# ---- design 1 ----
[src/rtl/traffic_pkg.sv]
// Shared definitions for the traffic-signal blocks: approach count,
// controller state encoding and the lamp encoding.
package traffic_pkg;

  localparam int unsigned NUM_APPROACH = 4;
  localparam int unsigned PHASE_W      = $clog2(NUM_APPROACH);

  typedef enum logic [1:0] {
    ST_IDLE   = 2'd0,
    ST_GREEN  = 2'd1,
    ST_YELLOW = 2'd2,
    ST_ALLRED = 2'd3
  } state_e;

  typedef enum logic [1:0] {
    LAMP_R = 2'd0,
    LAMP_Y = 2'd1,
    LAMP_G = 2'd2
  } lamp_e;

endpackage

[src/rtl/intersection_arbiter_rr_pick.sv]
// Combinational round-robin pick: first set pending bit searched from
// phase+1 upward, wrapping around the approaches.
module rr_pick
  import traffic_pkg::*;
(
  input  logic [NUM_APPROACH-1:0] pending_i,
  input  logic [PHASE_W-1:0]      phase_i,
  output logic [PHASE_W-1:0]      winner_o,
  output logic                    valid_o
);

  logic [PHASE_W-1:0] idx;
  logic               found;

  always_comb begin
    winner_o = '0;
    found    = 1'b0;
    idx      = '0;
    // The final offset wraps back to phase_i itself, so it is searched last.
    for (int unsigned k = 1; k <= NUM_APPROACH; k++) begin
      idx = phase_i + PHASE_W'(k);
      if (!found && pending_i[idx]) begin
        winner_o = idx;
        found    = 1'b1;
      end
    end
    valid_o = found;
  end

endmodule

[src/rtl/intersection_arbiter.sv]
// Four-approach intersection controller: latches vehicle requests and serves
// them one green phase at a time in round-robin order with yellow/all-red.
module intersection_arbiter
  import traffic_pkg::*;
#(
  parameter int unsigned MIN_GREEN   = 4,
  parameter int unsigned MAX_GREEN   = 10,
  parameter int unsigned YELLOW_TIME = 2,
  parameter int unsigned ALLRED_TIME = 1
) (
  input  logic                    clk,
  input  logic                    rst,
  input  logic [NUM_APPROACH-1:0] req,
  output logic [NUM_APPROACH-1:0] green,
  output logic [NUM_APPROACH-1:0] yellow,
  output logic [NUM_APPROACH-1:0] red,
  output logic [PHASE_W-1:0]      phase,
  output logic                    busy
);

  localparam int unsigned EW   = $clog2(MAX_GREEN + 1);
  localparam int unsigned TMAX = (YELLOW_TIME > ALLRED_TIME) ? YELLOW_TIME : ALLRED_TIME;
  localparam int unsigned TW   = $clog2(TMAX + 1);

  state_e                  state_q, state_d;
  logic [NUM_APPROACH-1:0] pending_q, pending_d;
  logic [PHASE_W-1:0]      phase_q, phase_d;
  logic [EW-1:0]           elapsed_q, elapsed_d;
  logic [TW-1:0]           timer_q, timer_d;

  logic [PHASE_W-1:0]      winner;
  logic                    win_valid;
  logic                    grant;
  logic                    other;
  logic [NUM_APPROACH-1:0] phase_mask;
  logic [NUM_APPROACH-1:0] serve_mask;
  logic [NUM_APPROACH-1:0] grant_mask;
  lamp_e                   lamp [NUM_APPROACH];

  rr_pick u_rr_pick (
    .pending_i (pending_q),
    .phase_i   (phase_q),
    .winner_o  (winner),
    .valid_o   (win_valid)
  );

  // State register
  always_ff @(posedge clk or posedge rst) begin
    if (rst) begin
      state_q   <= ST_IDLE;
      pending_q <= '0;
      phase_q   <= PHASE_W'(NUM_APPROACH - 1);
      elapsed_q <= '0;
      timer_q   <= '0;
    end else begin
      state_q   <= state_d;
      pending_q <= pending_d;
      phase_q   <= phase_d;
      elapsed_q <= elapsed_d;
      timer_q   <= timer_d;
    end
  end

  // Next-state, timers and request latching
  always_comb begin
    state_d    = state_q;
    phase_d    = phase_q;
    elapsed_d  = elapsed_q;
    timer_d    = timer_q;
    grant      = 1'b0;
    phase_mask = NUM_APPROACH'(1) << phase_q;
    serve_mask = (state_q == ST_GREEN) ? phase_mask : '0;
    other      = |(pending_q & ~phase_mask);

    unique case (state_q)
      ST_IDLE: begin
        if (win_valid) grant = 1'b1;
      end
      ST_GREEN: begin
        if (other && (elapsed_q >= EW'(MIN_GREEN - 1)) &&
            (!req[phase_q] || (elapsed_q == EW'(MAX_GREEN - 1)))) begin
          state_d = ST_YELLOW;
          timer_d = '0;
        end else if (elapsed_q != EW'(MAX_GREEN - 1)) begin
          elapsed_d = elapsed_q + EW'(1);
        end
      end
      ST_YELLOW: begin
        if (timer_q == TW'(YELLOW_TIME - 1)) begin
          state_d = ST_ALLRED;
          timer_d = '0;
        end else begin
          timer_d = timer_q + TW'(1);
        end
      end
      ST_ALLRED: begin
        if (timer_q == TW'(ALLRED_TIME - 1)) begin
          if (win_valid) grant = 1'b1;
          else           state_d = ST_IDLE;
        end else begin
          timer_d = timer_q + TW'(1);
        end
      end
      default: state_d = ST_IDLE;
    endcase

    if (grant) begin
      state_d   = ST_GREEN;
      phase_d   = winner;
      elapsed_d = '0;
    end

    // A grant clears its own bit even if the request is still held.
    grant_mask = grant ? (NUM_APPROACH'(1) << winner) : '0;
    pending_d  = (pending_q | (req & ~serve_mask)) & ~grant_mask;
  end

  // Lamp and status decode from registered state only
  always_comb begin
    for (int unsigned i = 0; i < NUM_APPROACH; i++) begin
      lamp[i] = LAMP_R;
      if (PHASE_W'(i) == phase_q) begin
        if (state_q == ST_GREEN)  lamp[i] = LAMP_G;
        if (state_q == ST_YELLOW) lamp[i] = LAMP_Y;
      end
      green[i]  = (lamp[i] == LAMP_G);
      yellow[i] = (lamp[i] == LAMP_Y);
      red[i]    = (lamp[i] == LAMP_R);
    end
    phase = phase_q;
    busy  = (state_q != ST_IDLE);
  end

endmodule

[config.mk]
export PLATFORM = sky130hd
export DESIGN_NAME = intersection_arbiter
export DESIGN_NICKNAME = d
export VERILOG_FILES = /design/src/rtl/traffic_pkg.sv /design/src/rtl/intersection_arbiter_rr_pick.sv /design/src/rtl/intersection_arbiter.sv
export SDC_FILE = /design/constraint.sdc
export NUM_CORES = 1
export LEC_CHECK = 0
export CAP_MARGIN = 5
export CORE_ASPECT_RATIO = 1.75
export CORE_MARGIN = 2
export CORE_UTILIZATION = 48
export DETAILED_ROUTE_END_ITERATION = 8
export PLACE_DENSITY = 0.77
export RECOVER_POWER = 100
export REMOVE_ABC_BUFFERS = 1
export SKIP_CTS_REPAIR_TIMING = 1
export SYNTH_ARGS = -nofsm -noshare
export SYNTH_HDL_FRONTEND = slang
export SYNTH_SLANG_ARGS = --single-unit
[constraint.sdc]
create_clock -name clk -period 2.1 [get_ports clk]
set_input_delay 0.42 -clock clk [delete_from_list [all_inputs] [get_ports clk]]
set_output_delay 0.42 -clock clk [all_outputs]
set_load 0.05 [all_outputs]
# ---- design 2 ----
==> src/rtl/mips_pkg.sv <==
// Shared types and constants for the MIPS multicycle control path.
// Opcodes, ALU op codes and mux selects are shared with the datapath and the ALU control decoder.
package mips_pkg;

  localparam int unsigned OPW  = 6;
  localparam int unsigned SW   = 4;
  localparam int unsigned AOPW = 3;

  typedef enum logic [SW-1:0] {
    S_IDLE   = 4'd0,
    S_FETCH  = 4'd1,
    S_DECODE = 4'd2,
    S_MEMADR = 4'd3,
    S_MEMRD  = 4'd4,
    S_MEMWB  = 4'd5,
    S_MEMWR  = 4'd6,
    S_RTEX   = 4'd7,
    S_ALUWB  = 4'd8,
    S_BRANCH = 4'd9,
    S_IMMEX  = 4'd10,
    S_IMMWB  = 4'd11,
    S_JUMP   = 4'd12
  } state_e;

  localparam logic [OPW-1:0] OP_RTYPE = 6'b000000;
  localparam logic [OPW-1:0] OP_LW    = 6'b100011;
  localparam logic [OPW-1:0] OP_SW    = 6'b101011;
  localparam logic [OPW-1:0] OP_BEQ   = 6'b000100;
  localparam logic [OPW-1:0] OP_BNE   = 6'b000101;
  localparam logic [OPW-1:0] OP_ADDI  = 6'b001000;
  localparam logic [OPW-1:0] OP_ANDI  = 6'b001100;
  localparam logic [OPW-1:0] OP_ORI   = 6'b001101;
  localparam logic [OPW-1:0] OP_SLTI  = 6'b001010;
  localparam logic [OPW-1:0] OP_J     = 6'b000010;

  localparam logic [AOPW-1:0] ALUOP_R   = 3'b000;
  localparam logic [AOPW-1:0] ALUOP_ADD = 3'b001;
  localparam logic [AOPW-1:0] ALUOP_SUB = 3'b010;
  localparam logic [AOPW-1:0] ALUOP_AND = 3'b011;
  localparam logic [AOPW-1:0] ALUOP_OR  = 3'b100;
  localparam logic [AOPW-1:0] ALUOP_SLT = 3'b101;

  localparam logic [1:0] SRCB_B       = 2'b00;
  localparam logic [1:0] SRCB_FOUR    = 2'b01;
  localparam logic [1:0] SRCB_IMM     = 2'b10;
  localparam logic [1:0] SRCB_IMM_SL2 = 2'b11;

  localparam logic [1:0] PCSRC_ALU    = 2'b00;
  localparam logic [1:0] PCSRC_ALUOUT = 2'b01;
  localparam logic [1:0] PCSRC_JUMP   = 2'b10;

  typedef enum logic [2:0] {
    CLS_ILLEGAL = 3'd0,
    CLS_MEM     = 3'd1,
    CLS_RTYPE   = 3'd2,
    CLS_BRANCH  = 3'd3,
    CLS_IMM     = 3'd4,
    CLS_JUMP    = 3'd5
  } op_class_e;

  typedef struct packed {
    logic            iord;
    logic            mem_read;
    logic            mem_write;
    logic            reg_dst;
    logic            mem_to_reg;
    logic            reg_write;
    logic            alu_src_a;
    logic [1:0]      alu_src_b;
    logic [AOPW-1:0] alu_op;
    logic [1:0]      pc_src;
    logic            instr_done;
  } ctrl_t;

  // State-only strobes; imm_op is consulted only for IMMEX.
  function automatic ctrl_t moore_ctrl(input state_e s, input logic [AOPW-1:0] imm_op);
    ctrl_t c;
    c = '0;
    case (s)
      S_FETCH: begin
        c.mem_read  = 1'b1;
        c.alu_src_b = SRCB_FOUR;
        c.alu_op    = ALUOP_ADD;
        c.pc_src    = PCSRC_ALU;
      end
      S_DECODE: begin
        c.alu_src_b = SRCB_IMM_SL2;
        c.alu_op    = ALUOP_ADD;
      end
      S_MEMADR: begin
        c.alu_src_a = 1'b1;
        c.alu_src_b = SRCB_IMM;
        c.alu_op    = ALUOP_ADD;
      end
      S_MEMRD: begin
        c.iord     = 1'b1;
        c.mem_read = 1'b1;
      end
      S_MEMWB: begin
        c.mem_to_reg = 1'b1;
        c.reg_write  = 1'b1;
        c.instr_done = 1'b1;
      end
      S_MEMWR: begin
        c.iord       = 1'b1;
        c.mem_write  = 1'b1;
        c.instr_done = 1'b1;
      end
      S_RTEX: begin
        c.alu_src_a = 1'b1;
        c.alu_src_b = SRCB_B;
        c.alu_op    = ALUOP_R;
      end
      S_ALUWB: begin
        c.reg_dst    = 1'b1;
        c.reg_write  = 1'b1;
        c.instr_done = 1'b1;
      end
      S_BRANCH: begin
        c.alu_src_a  = 1'b1;
        c.alu_src_b  = SRCB_B;
        c.alu_op     = ALUOP_SUB;
        c.pc_src     = PCSRC_ALUOUT;
        c.instr_done = 1'b1;
      end
      S_IMMEX: begin
        c.alu_src_a = 1'b1;
        c.alu_src_b = SRCB_IMM;
        c.alu_op    = imm_op;
      end
      S_IMMWB: begin
        c.reg_write  = 1'b1;
        c.instr_done = 1'b1;
      end
      S_JUMP: begin
        c.pc_src     = PCSRC_JUMP;
        c.instr_done = 1'b1;
      end
      default: c = '0;
    endcase
    return c;
  endfunction

endpackage

==> src/rtl/mips_multicycle_control_if.sv <==
// Control-to-datapath bundle: opcode/flags in, strobes and debug state out.
interface mips_multicycle_control_if;
  import mips_pkg::*;

  logic [OPW-1:0]  opcode;
  logic            zero;
  logic            mem_ready;
  logic            iord;
  logic            mem_read;
  logic            mem_write;
  logic            ir_write;
  logic            reg_dst;
  logic            mem_to_reg;
  logic            reg_write;
  logic            alu_src_a;
  logic [1:0]      alu_src_b;
  logic [AOPW-1:0] alu_op;
  logic [1:0]      pc_src;
  logic            pc_en;
  logic            instr_done;
  logic            illegal;
  logic [SW-1:0]   state;

  modport master (
    input  opcode, zero, mem_ready,
    output iord, mem_read, mem_write, ir_write, reg_dst, mem_to_reg, reg_write,
           alu_src_a, alu_src_b, alu_op, pc_src, pc_en, instr_done, illegal, state
  );

  modport slave (
    output opcode, zero, mem_ready,
    input  iord, mem_read, mem_write, ir_write, reg_dst, mem_to_reg, reg_write,
           alu_src_a, alu_src_b, alu_op, pc_src, pc_en, instr_done, illegal, state
  );
endinterface

==> src/rtl/mips_ctrl_opdecode.sv <==
// Combinational opcode classifier: dispatch class, immediate ALU op, bne flag, illegal flag.
module mips_ctrl_opdecode
  import mips_pkg::*;
(
  input  logic [OPW-1:0]  i_opcode,
  output op_class_e       o_cls,
  output logic [AOPW-1:0] o_imm_op,
  output logic            o_is_bne,
  output logic            o_illegal
);

  always_comb begin
    o_cls     = CLS_ILLEGAL;
    o_imm_op  = ALUOP_ADD;
    o_is_bne  = 1'b0;
    o_illegal = 1'b0;
    case (i_opcode)
      OP_LW, OP_SW: o_cls = CLS_MEM;
      OP_RTYPE:     o_cls = CLS_RTYPE;
      OP_BEQ:       o_cls = CLS_BRANCH;
      OP_BNE: begin
        o_cls    = CLS_BRANCH;
        o_is_bne = 1'b1;
      end
      OP_ADDI: begin
        o_cls    = CLS_IMM;
        o_imm_op = ALUOP_ADD;
      end
      OP_ANDI: begin
        o_cls    = CLS_IMM;
        o_imm_op = ALUOP_AND;
      end
      OP_ORI: begin
        o_cls    = CLS_IMM;
        o_imm_op = ALUOP_OR;
      end
      OP_SLTI: begin
        o_cls    = CLS_IMM;
        o_imm_op = ALUOP_SLT;
      end
      OP_J:    o_cls = CLS_JUMP;
      default: o_illegal = 1'b1;
    endcase
  end

endmodule

==> src/rtl/mips_multicycle_control.sv <==
// MIPS multicycle main control FSM with PC-enable and branch resolution.
// Define MIPS_CTRL_MEM_WAIT_EN to stall FETCH/MEMRD/MEMWR on mem_ready.
module mips_multicycle_control
  import mips_pkg::*;
(
  input  logic                       clk,
  input  logic                       rst_n,
  mips_multicycle_control_if.master  bus
);

  state_e          r_state;
  state_e          w_next;
  ctrl_t           r_ctrl;
  ctrl_t           w_ctrl_next;
  logic            r_is_bne;
  op_class_e       w_cls;
  logic [AOPW-1:0] w_imm_op;
  logic            w_is_bne;
  logic            w_dec_illegal;
  logic            w_mem_go;
  logic            w_pc_en;
  logic            w_ir_write;

  mips_ctrl_opdecode u_opdecode (
    .i_opcode  (bus.opcode),
    .o_cls     (w_cls),
    .o_imm_op  (w_imm_op),
    .o_is_bne  (w_is_bne),
    .o_illegal (w_dec_illegal)
  );

`ifdef MIPS_CTRL_MEM_WAIT_EN
  assign w_mem_go = bus.mem_ready;
`else
  assign w_mem_go = 1'b1;
`endif

  // Next-state logic; memory states stall only when w_mem_go is low.
  always_comb begin
    w_next = r_state;
    case (r_state)
      S_IDLE:   w_next = S_FETCH;
      S_FETCH:  w_next = w_mem_go ? S_DECODE : S_FETCH;
      S_DECODE: begin
        case (w_cls)
          CLS_MEM:    w_next = S_MEMADR;
          CLS_RTYPE:  w_next = S_RTEX;
          CLS_BRANCH: w_next = S_BRANCH;
          CLS_IMM:    w_next = S_IMMEX;
          CLS_JUMP:   w_next = S_JUMP;
          default:    w_next = S_FETCH;
        endcase
      end
      S_MEMADR: w_next = (bus.opcode == OP_SW) ? S_MEMWR : S_MEMRD;
      S_MEMRD:  w_next = w_mem_go ? S_MEMWB : S_MEMRD;
      S_MEMWB:  w_next = S_FETCH;
      S_MEMWR:  w_next = w_mem_go ? S_FETCH : S_MEMWR;
      S_RTEX:   w_next = S_ALUWB;
      S_ALUWB:  w_next = S_FETCH;
      S_BRANCH: w_next = S_FETCH;
      S_IMMEX:  w_next = S_IMMWB;
      S_IMMWB:  w_next = S_FETCH;
      S_JUMP:   w_next = S_FETCH;
      default:  w_next = S_FETCH;
    endcase
  end

  // Strobes are precomputed for the next state so they register in step with r_state.
  always_comb begin
    w_ctrl_next = moore_ctrl(w_next, w_imm_op);
  end

  always_ff @(posedge clk or negedge rst_n) begin
    if (!rst_n) begin
      r_state  <= S_IDLE;
      r_ctrl   <= '0;
      r_is_bne <= 1'b0;
    end else begin
      r_state <= w_next;
      r_ctrl  <= w_ctrl_next;
      if (r_state == S_DECODE) r_is_bne <= w_is_bne;
    end
  end

  // PC and IR enables depend on live zero / mem_ready, so they stay combinational.
  always_comb begin
    w_pc_en    = 1'b0;
    w_ir_write = 1'b0;
    case (r_state)
      S_FETCH: begin
        w_pc_en    = w_mem_go;
        w_ir_write = w_mem_go;
      end
      S_BRANCH: w_pc_en = bus.zero ^ r_is_bne;
      S_JUMP:   w_pc_en = 1'b1;
      default: ;
    endcase
  end

  assign bus.iord       = r_ctrl.iord;
  assign bus.mem_read   = r_ctrl.mem_read;
  assign bus.mem_write  = r_ctrl.mem_write;
  assign bus.reg_dst    = r_ctrl.reg_dst;
  assign bus.mem_to_reg = r_ctrl.mem_to_reg;
  assign bus.reg_write  = r_ctrl.reg_write;
  assign bus.alu_src_a  = r_ctrl.alu_src_a;
  assign bus.alu_src_b  = r_ctrl.alu_src_b;
  assign bus.alu_op     = r_ctrl.alu_op;
  assign bus.pc_src     = r_ctrl.pc_src;
  assign bus.instr_done = r_ctrl.instr_done & (w_mem_go | (r_state != S_MEMWR));
  assign bus.ir_write   = w_ir_write;
  assign bus.pc_en      = w_pc_en;
  assign bus.illegal    = (r_state == S_DECODE) & w_dec_illegal;
  assign bus.state      = r_state;

endmodule

==> src/flat_wrapper.sv <==
// flat-port wrapper written by rule: the top's interface ports become plain ports
module mips_multicycle_control_flat import mips_pkg::*;
  (clk, rst_n, bus_opcode, bus_zero, bus_mem_ready, bus_iord, bus_mem_read, bus_mem_write, bus_ir_write, bus_reg_dst, bus_mem_to_reg, bus_reg_write, bus_alu_src_a, bus_alu_src_b, bus_alu_op, bus_pc_src, bus_pc_en, bus_instr_done, bus_illegal, bus_state);
  mips_multicycle_control_if bus_i ();
  input  logic clk;
  input  logic rst_n;
  input wire logic [$bits(bus_i.opcode)-1:0] bus_opcode;
  input wire logic [$bits(bus_i.zero)-1:0] bus_zero;
  input wire logic [$bits(bus_i.mem_ready)-1:0] bus_mem_ready;
  output wire logic [$bits(bus_i.iord)-1:0] bus_iord;
  output wire logic [$bits(bus_i.mem_read)-1:0] bus_mem_read;
  output wire logic [$bits(bus_i.mem_write)-1:0] bus_mem_write;
  output wire logic [$bits(bus_i.ir_write)-1:0] bus_ir_write;
  output wire logic [$bits(bus_i.reg_dst)-1:0] bus_reg_dst;
  output wire logic [$bits(bus_i.mem_to_reg)-1:0] bus_mem_to_reg;
  output wire logic [$bits(bus_i.reg_write)-1:0] bus_reg_write;
  output wire logic [$bits(bus_i.alu_src_a)-1:0] bus_alu_src_a;
  output wire logic [$bits(bus_i.alu_src_b)-1:0] bus_alu_src_b;
  output wire logic [$bits(bus_i.alu_op)-1:0] bus_alu_op;
  output wire logic [$bits(bus_i.pc_src)-1:0] bus_pc_src;
  output wire logic [$bits(bus_i.pc_en)-1:0] bus_pc_en;
  output wire logic [$bits(bus_i.instr_done)-1:0] bus_instr_done;
  output wire logic [$bits(bus_i.illegal)-1:0] bus_illegal;
  output wire logic [$bits(bus_i.state)-1:0] bus_state;
  assign bus_i.opcode = bus_opcode;
  assign bus_i.zero = bus_zero;
  assign bus_i.mem_ready = bus_mem_ready;
  assign bus_iord = bus_i.iord;
  assign bus_mem_read = bus_i.mem_read;
  assign bus_mem_write = bus_i.mem_write;
  assign bus_ir_write = bus_i.ir_write;
  assign bus_reg_dst = bus_i.reg_dst;
  assign bus_mem_to_reg = bus_i.mem_to_reg;
  assign bus_reg_write = bus_i.reg_write;
  assign bus_alu_src_a = bus_i.alu_src_a;
  assign bus_alu_src_b = bus_i.alu_src_b;
  assign bus_alu_op = bus_i.alu_op;
  assign bus_pc_src = bus_i.pc_src;
  assign bus_pc_en = bus_i.pc_en;
  assign bus_instr_done = bus_i.instr_done;
  assign bus_illegal = bus_i.illegal;
  assign bus_state = bus_i.state;
  mips_multicycle_control u_core (.clk(clk), .rst_n(rst_n), .bus(bus_i));
endmodule
==> config.mk <==
export PLATFORM = sky130hd
export DESIGN_NAME = mips_multicycle_control_flat
export DESIGN_NICKNAME = d
export VERILOG_FILES = /design/src/rtl/mips_pkg.sv /design/src/rtl/mips_multicycle_control_if.sv /design/src/rtl/mips_ctrl_opdecode.sv /design/src/rtl/mips_multicycle_control.sv /design/src/flat_wrapper.sv
export SDC_FILE = /design/constraint.sdc
export NUM_CORES = 1
export LEC_CHECK = 0
export CORE_MARGIN = 1.5
export CORE_UTILIZATION = 47
export CTS_CLUSTER_DIAMETER = 60
export DETAILED_ROUTE_END_ITERATION = 8
export PLACE_DENSITY = 0.82
export SLEW_MARGIN = 10
export SYNTH_ARGS = -nofsm -noshare
export SYNTH_HDL_FRONTEND = slang
export SYNTH_HIERARCHICAL = 1
export SYNTH_SLANG_ARGS = --single-unit
==> constraint.sdc <==
create_clock -name clk -period 2.45 [get_ports clk]
set_clock_uncertainty 0.1 [all_clocks]
set_input_delay 0.735 -clock clk [delete_from_list [all_inputs] [get_ports clk]]
set_output_delay 0.735 -clock clk [all_outputs]
set_load 0.02 [all_outputs]

## Gallery

Cell outlines without signal wires.
panel A
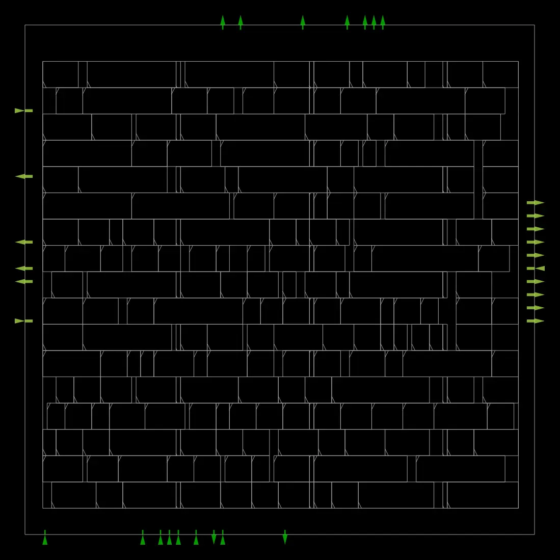
panel B
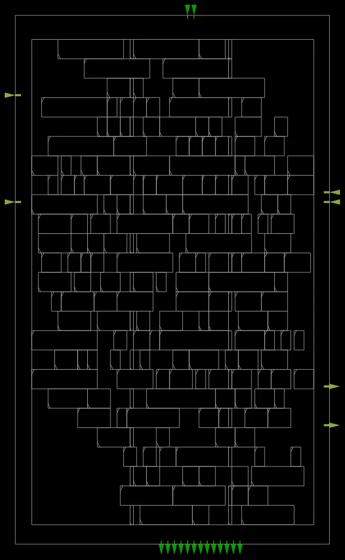
Panel A comes from design 2.
Panel B comes from design 1.
The one with the most sequential cells is panel A.
The one with the highest utilization is panel A.

Design 1, routed clock nets over the placement:
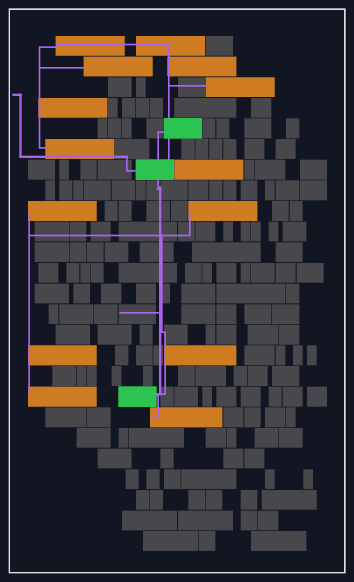
clock wires: in purple, length 213 microns. flip-flops: in orange, count 14. clock drivers: in green, count 3.
There are 4 routed clock nets.

==> results.cfg, design 1 <==
; physical design summary
[global_route]
busiest_layer = met2
use_met3 = 0.0243

[setup_path]
critPathKind = register to output pin
critPathBufInv = 3
arrival_ns = 1.65
crit_fanout = 4

[sta]
finalCritPeriodShare = 0.984
setup_viol_count_final = 0

[final_layout]
buffer_area_frac = 0.194
final_common_cell = a21oi_1
largestClassByArea = combinational gates
antennaDiodeCount = 0
seq_share = 0.200
nNonClkBuffers = 33
clkbuf_count = 4

[placed_design]
place_congestion = 0.855

[floorplanning]
num_tap_cells = 27
coreArea_sq_um = 2690
ioPinCount = 21

[clocking]
cts_root_buf = clkbuf_8
cts_sinks = 14

[job]
warnings = 36

[worst_hold_path]
min_path_cells = 1
min_to = state_q[1]

[logic_synthesis]
yosys_area_sq_um = 1350
edf_count = 0
top_cell = ha_1
synth-xor-area-share = 0.0195
synthCells = 154
top_logic_kind = AND-OR/OR-AND gates

[run_status]
status = completed
## design 1: per-stage QoR
stage	cells	worst slack, ns	hold slack (ns)	TNS [ns]	utilization
4_1_cts	210	-0.0911	0.526	-0.402	0.649
2_1_floorplan	148	-0.256	0.308	-2.89	-
3_5_place_dp	206	0.00110	0.542	0	0.628
3_3_place_gp	206	0.0275	0.522	0	0.628
6_report	212	0.0331	0.568	0	0.657
5_1_grt	212	0.00143	0.595	0	0.657
## design 1: per-layer routing
metal | vias up | routed length [microns]
li1 | 610 | -
met1 | 620 | 1380
met2 | 30 | 2170
met3 | 13 | 75
met4 | 0 | 125
met5 | - | 0
## design 1: how the worst max path moves through the flow
stage	start	end	slack, ns	cells after the start
2_1_floorplan	phase[0]	timer_q[0]	-0.26	7
3_3_place_gp	phase[0]	pending_q[0]	0.03	8
3_5_place_dp	phase[0]	elapsed_q[3]	0.001	7
4_1_cts	state_q[0]	green[3]	-0.09	5
5_1_grt	phase[0]	elapsed_q[3]	0.001	7
6_report	phase[0]	yellow[2]	0.03	5
## design 1: flip-flops by register name, indices dropped and copies added (netlist names)
signal,flops
elapsed_q,4
pending_q,4
phase,2
state_q,2
timer_q,2
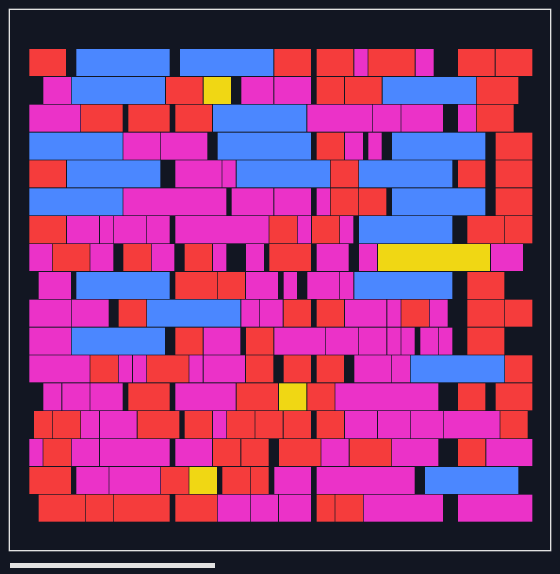
Design 2: placed cells, one colour a class
Bar = 20 microns.
flops: in blue, cells 20. other buffers and delay cells: in red, cells 80. combinational and other logic: in magenta, cells 91. clock drivers and dummy loads: in yellow, cells 4.

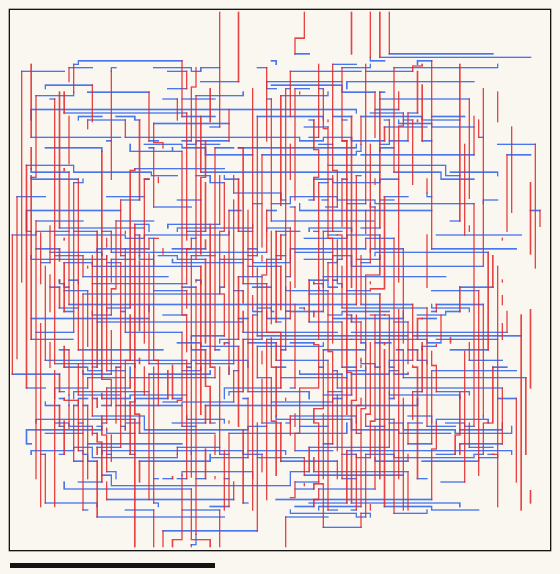
Design 2: metal layers overlaid
Bar = 20 microns. Only two layers are drawn.
metal 1: in blue, wire length 1960 microns. metal 2: in red, wire length 2430 microns.

==> results.cfg, design 2 <==
; physical design summary
[run_status]
status = finished, violations left
violations = negative setup slack

[setup_path]
crit_fanout = 6
cp_slowest_cell = a2111oi_4

[clocking]
clock_path_buffers = 2
clk_pin_slew_ns = 0.13
numCtsBuffers = 3

[floorplanning]
die_h_microns = 52.7
coreArea_sq_um = 2280
initCoreUtil = 0.511

[global_route]
grt_pass1_vias = 1231
grt_max_degree = 21
use_met1 = 0.392
grt_pass1_wl_microns = 6070

[placed_design]
dp.final_hpwl_microns = 2440
place_congestion = 0.951

[final_layout]
antennaDiodeCount = 0
final_area_sq_um = 2130

[sta]
finalCritPeriodShare = 1.12
setup_viol_count_final = 11
fin_ws_ns = -0.287

[logic_synthesis]
top_cell = dfrtp_1
syn_nets = 126
async_reset_ff_frac = 1.00

[detailed_routing]
top_layer = met4
-- design 2: logic make-up (layout without fill, tap and decap cells) --
kind of cell,Yosys count,in the layout,share of synthesized area
mux,1,1,0.00969
buf+inv,9,88,0.0430
simple gates,57,57,0.324
flops,20,20,0.431
xor+xnor,4,4,0.0301
compound gates,25,25,0.163
-- design 2: area by class of cell --
type                       count  area, sq um
timing repair buffer          80          709
tap                           28         35.0
sequential                    20          502
clock buffer                   3         22.5
multi-input combinational     87          816
inverter                       4         15.0
fill                          65          146
clock inverter                 1         30.0
-- design 2: repair_timing --
| action | in CTS | in global routing |
|---|---|---|
| buffers inserted | 6 | 10 |
| setup endpoints to repair | 17 | 13 |
| pin swaps | 16 | 11 |
| hold buffers | 0 | 0 |
| resized | 59 | 28 |
-- design 2: path summary, 6_finish.rpt --
check,endpoint,slack [ns],depth (start not counted)
max reg2reg,u_core/bus.alu_src_a,0.29,7
min,u_core/bus.alu_src_b[1],0.54,2
max,u_core/bus.alu_op[2],-0.29,10
min reg2reg,u_core/bus.alu_src_b[1],0.54,2
max in group asynchronous,u_core/bus.state[0],1.40,2
min in group asynchronous,u_core/bus.state[0],0.64,2


==> gallery <==
Supply network.
Plate I
Bar = 10 microns. Pins as bars on the die edge. Tap cells in grey.
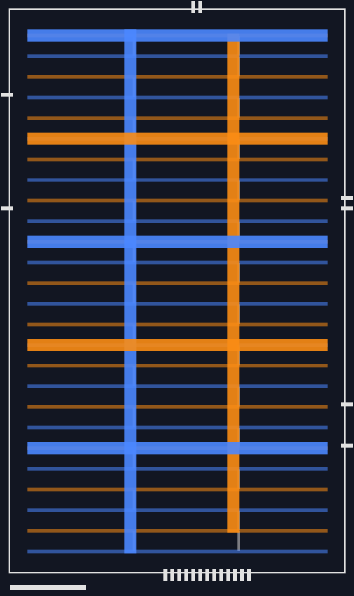
Plate II
Bar = 20 microns. Pins as bars on the die edge. Tap cells in grey.
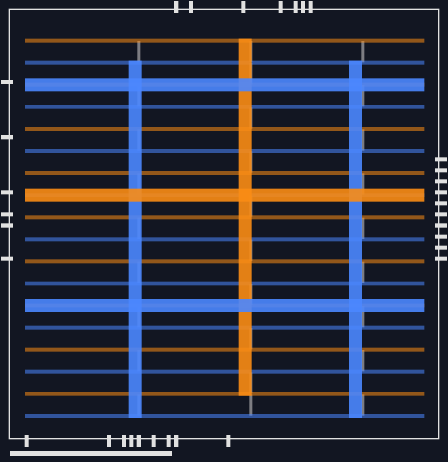
The one with the most pins is Plate II.
The one with the largest die is Plate I.
Plate I: design 1
Plate II: design 2

